# block 1

Fig. 1: block 1, metal layers overlaid
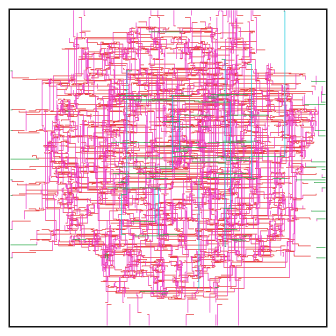

[config.mk]
export PLATFORM = sky130hd
export DESIGN_NAME = captura_teclado
export DESIGN_NICKNAME = d
export VERILOG_FILES = /design/src/rtl/captura_teclado.sv
export SDC_FILE = /design/constraint.sdc
export NUM_CORES = 1
export LEC_CHECK = 0
export ABC_AREA = 1
export CAP_MARGIN = 5
export CORE_MARGIN = 1.5
export CORE_UTILIZATION = 30
export CTS_BUF_LIST = sky130_fd_sc_hd__clkbuf_16
export CTS_CLUSTER_DIAMETER = 120
export CTS_CLUSTER_SIZE = 28
export DETAILED_ROUTE_END_ITERATION = 6
export GPL_TIMING_DRIVEN = 0
export PLACE_DENSITY = 0.52
export SETUP_SLACK_MARGIN = 0.05
export SLEW_MARGIN = 20
export SYNTH_ARGS = -nofsm -noshare
export SYNTH_HDL_FRONTEND = slang
export SYNTH_SLANG_ARGS = --single-unit
[constraint.sdc]
create_clock -name CLK -period 14.5 [get_ports CLK]
set_input_delay 2.9 -clock CLK [delete_from_list [all_inputs] [get_ports CLK]]
set_output_delay 2.9 -clock CLK [all_outputs]
set_load 0.1 [all_outputs]
[src/rtl/captura_teclado.sv]
// Keypad front-end for the ATM controller: forwards PIN digits one at a time,
// or accumulates decimal digits into a binary amount that is committed on ENTER.
module captura_teclado #(
  parameter int MAX_DIGITOS = 9,
  parameter int ANCHO_MONTO = 32
) (
  input  logic                   CLK,
  input  logic                   RESET,
  input  logic                   TECLA_STB,
  input  logic [3:0]             TECLA,
  input  logic                   MODO_MONTO,
  output logic                   DIGITO_STB,
  output logic [3:0]             DIGITO,
  output logic                   MONTO_STB,
  output logic [ANCHO_MONTO-1:0] MONTO,
  output logic [3:0]             CONT_DIGITOS,
  output logic                   CANCELADO,
  output logic                   TECLA_ERR
);

  typedef enum logic {VACIO, CAPTURANDO} estado_t;
  typedef enum logic [2:0] {K_DIGITO, K_ENTER, K_BORRAR, K_CANCELAR, K_INVALIDA} clase_t;

  localparam logic [3:0]             MAX_CONT = 4'(MAX_DIGITOS);
  localparam logic [ANCHO_MONTO-1:0] DIEZ     = ANCHO_MONTO'(10);

  estado_t                state, state_base, state_next;
  logic [ANCHO_MONTO-1:0] acc, acc_base, acc_next, acc_x10, acc_div10;
  logic [3:0]             cont, cont_base, cont_next;
  logic                   modo_prev, modo_cambio, cont_ok;
  clase_t                 clase;

  logic                   digito_stb_next, monto_stb_next, cancelado_next, tecla_err_next;
  logic [3:0]             digito_next;
  logic [ANCHO_MONTO-1:0] monto_next;

  always_comb begin
    if (TECLA <= 4'd9) clase = K_DIGITO;
    else begin
      case (TECLA)
        4'hA:    clase = K_ENTER;
        4'hB:    clase = K_BORRAR;
        4'hC:    clase = K_CANCELAR;
        default: clase = K_INVALIDA;
      endcase
    end
  end

  // A mode change clears the entry first; a key in the same cycle then acts on the cleared state.
  assign modo_cambio = (MODO_MONTO != modo_prev);
  assign state_base  = modo_cambio ? VACIO : state;
  assign acc_base    = modo_cambio ? '0 : acc;
  assign cont_base   = modo_cambio ? 4'd0 : cont;
  assign cont_ok     = (cont_base < MAX_CONT);

  assign acc_x10   = (acc_base << 3) + (acc_base << 1) + ANCHO_MONTO'(TECLA);
  assign acc_div10 = acc_base / DIEZ;

  // NOTE: every signal assigned in always_comb gets a default first, otherwise a latch is inferred.
  always_comb begin
    state_next = state_base;
    acc_next   = acc_base;
    cont_next  = cont_base;
    if (TECLA_STB && MODO_MONTO) begin
      case (clase)
        K_DIGITO: if (cont_ok) begin
          acc_next   = acc_x10;
          cont_next  = cont_base + 4'd1;
          state_next = CAPTURANDO;
        end
        K_ENTER: if (state_base == CAPTURANDO) begin
          acc_next   = '0;
          cont_next  = 4'd0;
          state_next = VACIO;
        end
        K_BORRAR: if (state_base == CAPTURANDO) begin
          acc_next   = acc_div10;
          cont_next  = cont_base - 4'd1;
          if (cont_base == 4'd1) state_next = VACIO;
        end
        K_CANCELAR: begin
          acc_next   = '0;
          cont_next  = 4'd0;
          state_next = VACIO;
        end
        default: ;
      endcase
    end
  end

  always_comb begin
    digito_stb_next = 1'b0;
    monto_stb_next  = 1'b0;
    cancelado_next  = 1'b0;
    tecla_err_next  = 1'b0;
    digito_next     = DIGITO;
    monto_next      = MONTO;
    if (TECLA_STB) begin
      if (!MODO_MONTO) begin
        case (clase)
          K_DIGITO: begin
            digito_stb_next = 1'b1;
            digito_next     = TECLA;
          end
          K_CANCELAR: cancelado_next = 1'b1;
          K_INVALIDA: tecla_err_next = 1'b1;
          default: ;
        endcase
      end else begin
        case (clase)
          K_DIGITO: tecla_err_next = !cont_ok;
          K_ENTER: begin
            if (state_base == CAPTURANDO) begin
              monto_stb_next = 1'b1;
              monto_next     = acc_base;
            end else begin
              tecla_err_next = 1'b1;
            end
          end
          K_CANCELAR: cancelado_next = 1'b1;
          K_INVALIDA: tecla_err_next = 1'b1;
          default: ;
        endcase
      end
    end
  end

  // NOTE: sequential state uses non-blocking assignments so all registers update together.
  always_ff @(posedge CLK) begin
    if (RESET) begin
      state      <= VACIO;
      acc        <= '0;
      cont       <= 4'd0;
      modo_prev  <= 1'b0;
      DIGITO_STB <= 1'b0;
      DIGITO     <= 4'd0;
      MONTO_STB  <= 1'b0;
      MONTO      <= '0;
      CANCELADO  <= 1'b0;
      TECLA_ERR  <= 1'b0;
    end else begin
      state      <= state_next;
      acc        <= acc_next;
      cont       <= cont_next;
      modo_prev  <= MODO_MONTO;
      DIGITO_STB <= digito_stb_next;
      DIGITO     <= digito_next;
      MONTO_STB  <= monto_stb_next;
      MONTO      <= monto_next;
      CANCELADO  <= cancelado_next;
      TECLA_ERR  <= tecla_err_next;
    end
  end

  assign CONT_DIGITOS = cont;

endmodule
# block 2

**src/rtl/emif_cfg_capture.sv**
```systemverilog
// emif_cfg_capture
// Captures one EMIF write per read_en strobe, after the strobe has stayed high
// long enough for address and data to settle. Valid writes go into a small
// register bank. The block provides readback, a mode field, per-register
// update pulses and sticky error flags.
// read_en is a write strobe despite its name; it is already synchronous to clk.
module emif_cfg_capture #(
  parameter int DATA_W     = 16,
  parameter int ADDR_W     = 13,
  parameter int NUM_REGS   = 8,
  parameter int SAMPLE_DLY = 5,
  parameter int MODE_IDX   = 3,
  parameter int MODE_W     = 5
) (
  input  logic                        clk,
  input  logic                        rst_n,
  input  logic                        read_en,
  input  logic [ADDR_W-1:0]           emif_addr,
  input  logic [DATA_W-1:0]           data_in,
  input  logic [$clog2(NUM_REGS)-1:0] rd_idx,
  input  logic                        err_clr,
  output logic [DATA_W-1:0]           rd_data,
  output logic [MODE_W-1:0]           mode_out,
  output logic                        cap_done,
  output logic [DATA_W-1:0]           cap_data,
  output logic [ADDR_W-1:0]           cap_addr,
  output logic [NUM_REGS-1:0]         upd_vec,
  output logic                        addr_err,
  output logic                        short_err
);

  // Compare width: wide enough for both the full address and NUM_REGS (<=256),
  // so range checks never truncate either operand.
  localparam int CW = (ADDR_W > 9) ? ADDR_W : 9;

  typedef enum logic [1:0] {
    IDLE = 2'd0,
    WAIT = 2'd1,
    HOLD = 2'd2
  } state_t;

  state_t                state, state_nxt;
  logic [3:0]            cnt, cnt_nxt;
  logic                  sample;     // this edge is the sample edge
  logic                  short_evt;  // strobe dropped before the sample edge
  logic                  addr_ok;
  logic [NUM_REGS-1:0]   hit;
  logic [DATA_W-1:0]     bank [NUM_REGS];

  assign addr_ok = CW'(emif_addr) < CW'(NUM_REGS);

  // State register and settle counter.
  // NOTE: sequential state uses non-blocking (<=) so every flop samples pre-edge values.
  always_ff @(posedge clk or negedge rst_n) begin
    if (!rst_n) begin
      state <= IDLE;
      cnt   <= 4'd0;
    end else begin
      state <= state_nxt;
      cnt   <= cnt_nxt;
    end
  end

  // Next-state logic: count strobe-high cycles and fire one sample per strobe.
  // NOTE: every output of this block gets a default first, so no latch is inferred.
  always_comb begin
    state_nxt = state;
    cnt_nxt   = cnt;
    sample    = 1'b0;
    short_evt = 1'b0;
    unique case (state)
      IDLE: begin
        if (read_en) begin
          state_nxt = WAIT;
          cnt_nxt   = 4'd1;
        end
      end
      WAIT: begin
        if (!read_en) begin
          state_nxt = IDLE;
          cnt_nxt   = 4'd0;
          short_evt = 1'b1;
        end else if (cnt < 4'(SAMPLE_DLY)) begin
          cnt_nxt = cnt + 4'd1;
        end else begin
          sample    = 1'b1;
          state_nxt = HOLD;
          cnt_nxt   = 4'd0;
        end
      end
      HOLD: begin
        if (!read_en) state_nxt = IDLE;
      end
      default: begin
        state_nxt = IDLE;
        cnt_nxt   = 4'd0;
      end
    endcase
  end

  // One-hot write select: full-width address match against each bank index.
  always_comb begin
    hit = '0;
    for (int i = 0; i < NUM_REGS; i++) begin
      hit[i] = sample && (CW'(emif_addr) == CW'(i));
    end
  end

  // Register bank, written only at the sample edge of an in-range address.
  // NOTE: the bank is small and must read as zero after reset, so it is
  // built from reset flops rather than an inferred RAM.
  always_ff @(posedge clk or negedge rst_n) begin
    if (!rst_n) begin
      for (int i = 0; i < NUM_REGS; i++) bank[i] <= '0;
    end else begin
      for (int i = 0; i < NUM_REGS; i++) begin
        if (hit[i]) bank[i] <= data_in;
      end
    end
  end

  // Capture outputs: held sample values plus one-cycle done/update pulses.
  always_ff @(posedge clk or negedge rst_n) begin
    if (!rst_n) begin
      cap_done <= 1'b0;
      cap_data <= '0;
      cap_addr <= '0;
      upd_vec  <= '0;
    end else begin
      cap_done <= sample;
      upd_vec  <= hit;
      if (sample) begin
        cap_data <= data_in;
        cap_addr <= emif_addr;
      end
    end
  end

  // Sticky error flags; a new error outranks a simultaneous clear.
  always_ff @(posedge clk or negedge rst_n) begin
    if (!rst_n) begin
      addr_err  <= 1'b0;
      short_err <= 1'b0;
    end else begin
      addr_err  <= (sample && !addr_ok) || (addr_err && !err_clr);
      short_err <= short_evt || (short_err && !err_clr);
    end
  end

  // Registered readback and mode field, both taken from the bank's current contents.
  always_ff @(posedge clk or negedge rst_n) begin
    if (!rst_n) begin
      rd_data  <= '0;
      mode_out <= '0;
    end else begin
      if (CW'(rd_idx) < CW'(NUM_REGS)) rd_data <= bank[rd_idx];
      else                             rd_data <= '0;
      mode_out <= bank[MODE_IDX][MODE_W-1:0];
    end
  end

endmodule

```
**config.mk**
```make
export PLATFORM = sky130hd
export DESIGN_NAME = emif_cfg_capture
export DESIGN_NICKNAME = d
export VERILOG_FILES = /design/src/rtl/emif_cfg_capture.sv
export SDC_FILE = /design/constraint.sdc
export NUM_CORES = 1
export LEC_CHECK = 0
export CORE_MARGIN = 5
export CORE_UTILIZATION = 40
export DETAILED_ROUTE_END_ITERATION = 8
export GPL_ROUTABILITY_DRIVEN = 0
export REMOVE_ABC_BUFFERS = 1
export SLEW_MARGIN = 0
export SYNTH_ARGS = -nofsm -noshare
export SYNTH_HDL_FRONTEND = slang
export SYNTH_SLANG_ARGS = --single-unit
```
**constraint.sdc**
```tcl
create_clock -name clk -period 2.4 [get_ports clk]
set_input_delay 0.36 -clock clk [delete_from_list [all_inputs] [get_ports clk]]
set_output_delay 0.36 -clock clk [all_outputs]
set_load 0.01 [all_outputs]
```
Fig. 2: block 1, cell outlines without signal wires
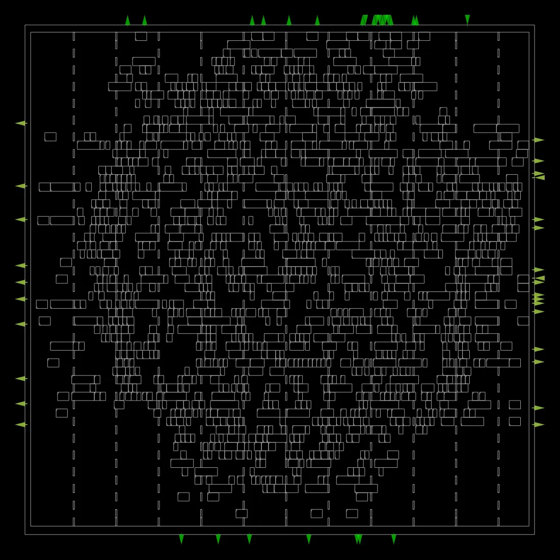
well tap count: 335
Filler Cells Inserted: 2,860

Notes on Fig. 1 above:
green -> met3  # wire length 841 µm
red -> met1  # wire length 12,400 µm
cyan -> met4  # wire length 528 µm
magenta -> met2  # wire length 11,200 µm

==> impl_metrics.yaml, block 1 <==
# generated from flow reports
grt:
  grt_overflow: 0
  grt_antenna_before_repair: 0
  grt_max_degree: 15
  first_global_vias: 7764
worst_hold_path:
  min_from: "DIGITO[2]$_SDFFE_PP0P_"
  min_path_cells: 2
detailed_routing:
  routedWlPerCell_um: 14.9
clock_network:
  ctsResizeCount: 0
  cts_tree: "yes"
final_timing:
  whs_ns: 0.494
  hold_viol_final: 0
layout:
  n_all_buffers: 88
  stdcell_count: 1680
  drive_gt1_frac: 0.161
floorplanning:
  ios: 52
  rows: 59
worst_setup_path:
  startpoint: "MODO_MONTO"
synthesis:
  xor_share: 0.0144
  yosysWarnings: 0
outcome:
  status: "completed"
Fig. 3: block 2, cell outlines without signal wires
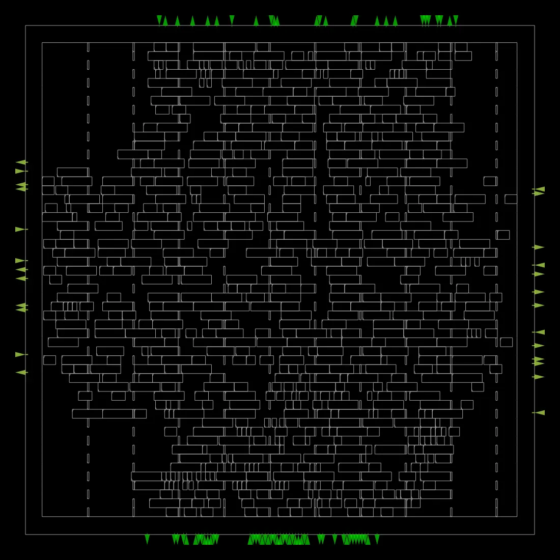
final core occ: 0.501
Filler Cells Inserted: 1,755

Fig. 4: block 2, ports around the boundary
Pins as bars across the die edge, other pins in grey.
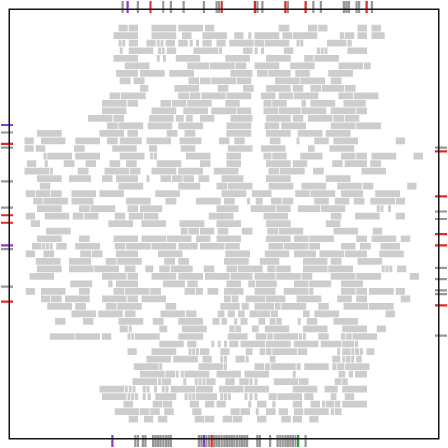
red -> rd_data  # pins 16, direction output, edge 6 top, 5 right, 4 left, 1 bottom
purple -> mode_out  # pins 5, direction output, edge 2 bottom, 2 left, 1 top
green -> read_en  # pins 1, direction input, edge bottom
die y size: 155 µm
port bufs: 96
Die Span X: 155 µm

==> impl_metrics.yaml, block 2 <==
# generated from flow reports
layout:
  buf_share: 0.132
  seq_share: 0.468
  n_antenna_cell: 0
  top_area_cell_class: "registers"
outcome:
  status: "completed"
detailed_routing:
  routedWlPerCell_um: 19.2
  detail-route-antenna-nets: 0
  top_layer: "met4"
floorplanning:
  die_area_mm2: 0.0240
  rows: 53
worst_setup_path:
  cp-end-kind: "flip-flop"
  r2r_start: "cnt[0]$_DFFE_PN0P_"
synthesis:
  ys_types: 37
  aoi_share: 0.00895
  xor_share: 0.00104
  synth_chip_area_mm2: 0.00839
clock_network:
  clk_latency_ns: 0.43
grt:
  first_global_vias: 5179


==> gallery <==
Cells coloured by class.
Fill, decap, tap and diode cells in grey.
panel A
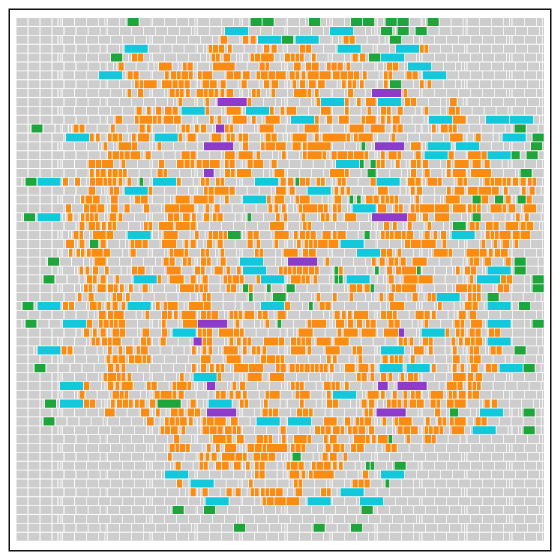
panel B
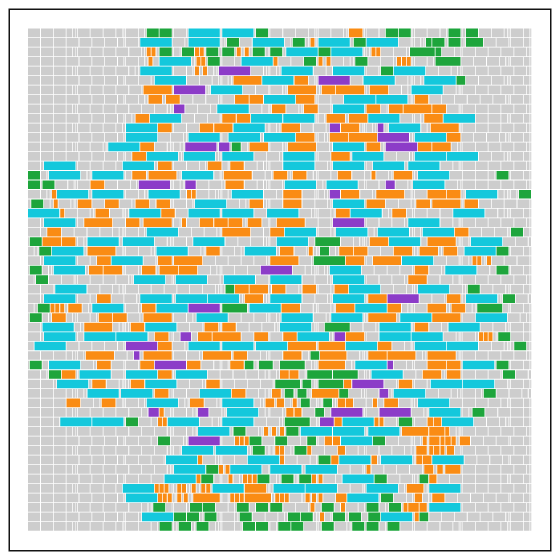
block 1 -> panel A
block 2 -> panel B

Key to panel A:
purple -> clock drivers and dummy loads  # cells 16
orange -> all other logic  # cells 1,163
green -> other buffers and delay cells  # cells 88
cyan -> flip-flops  # cells 78

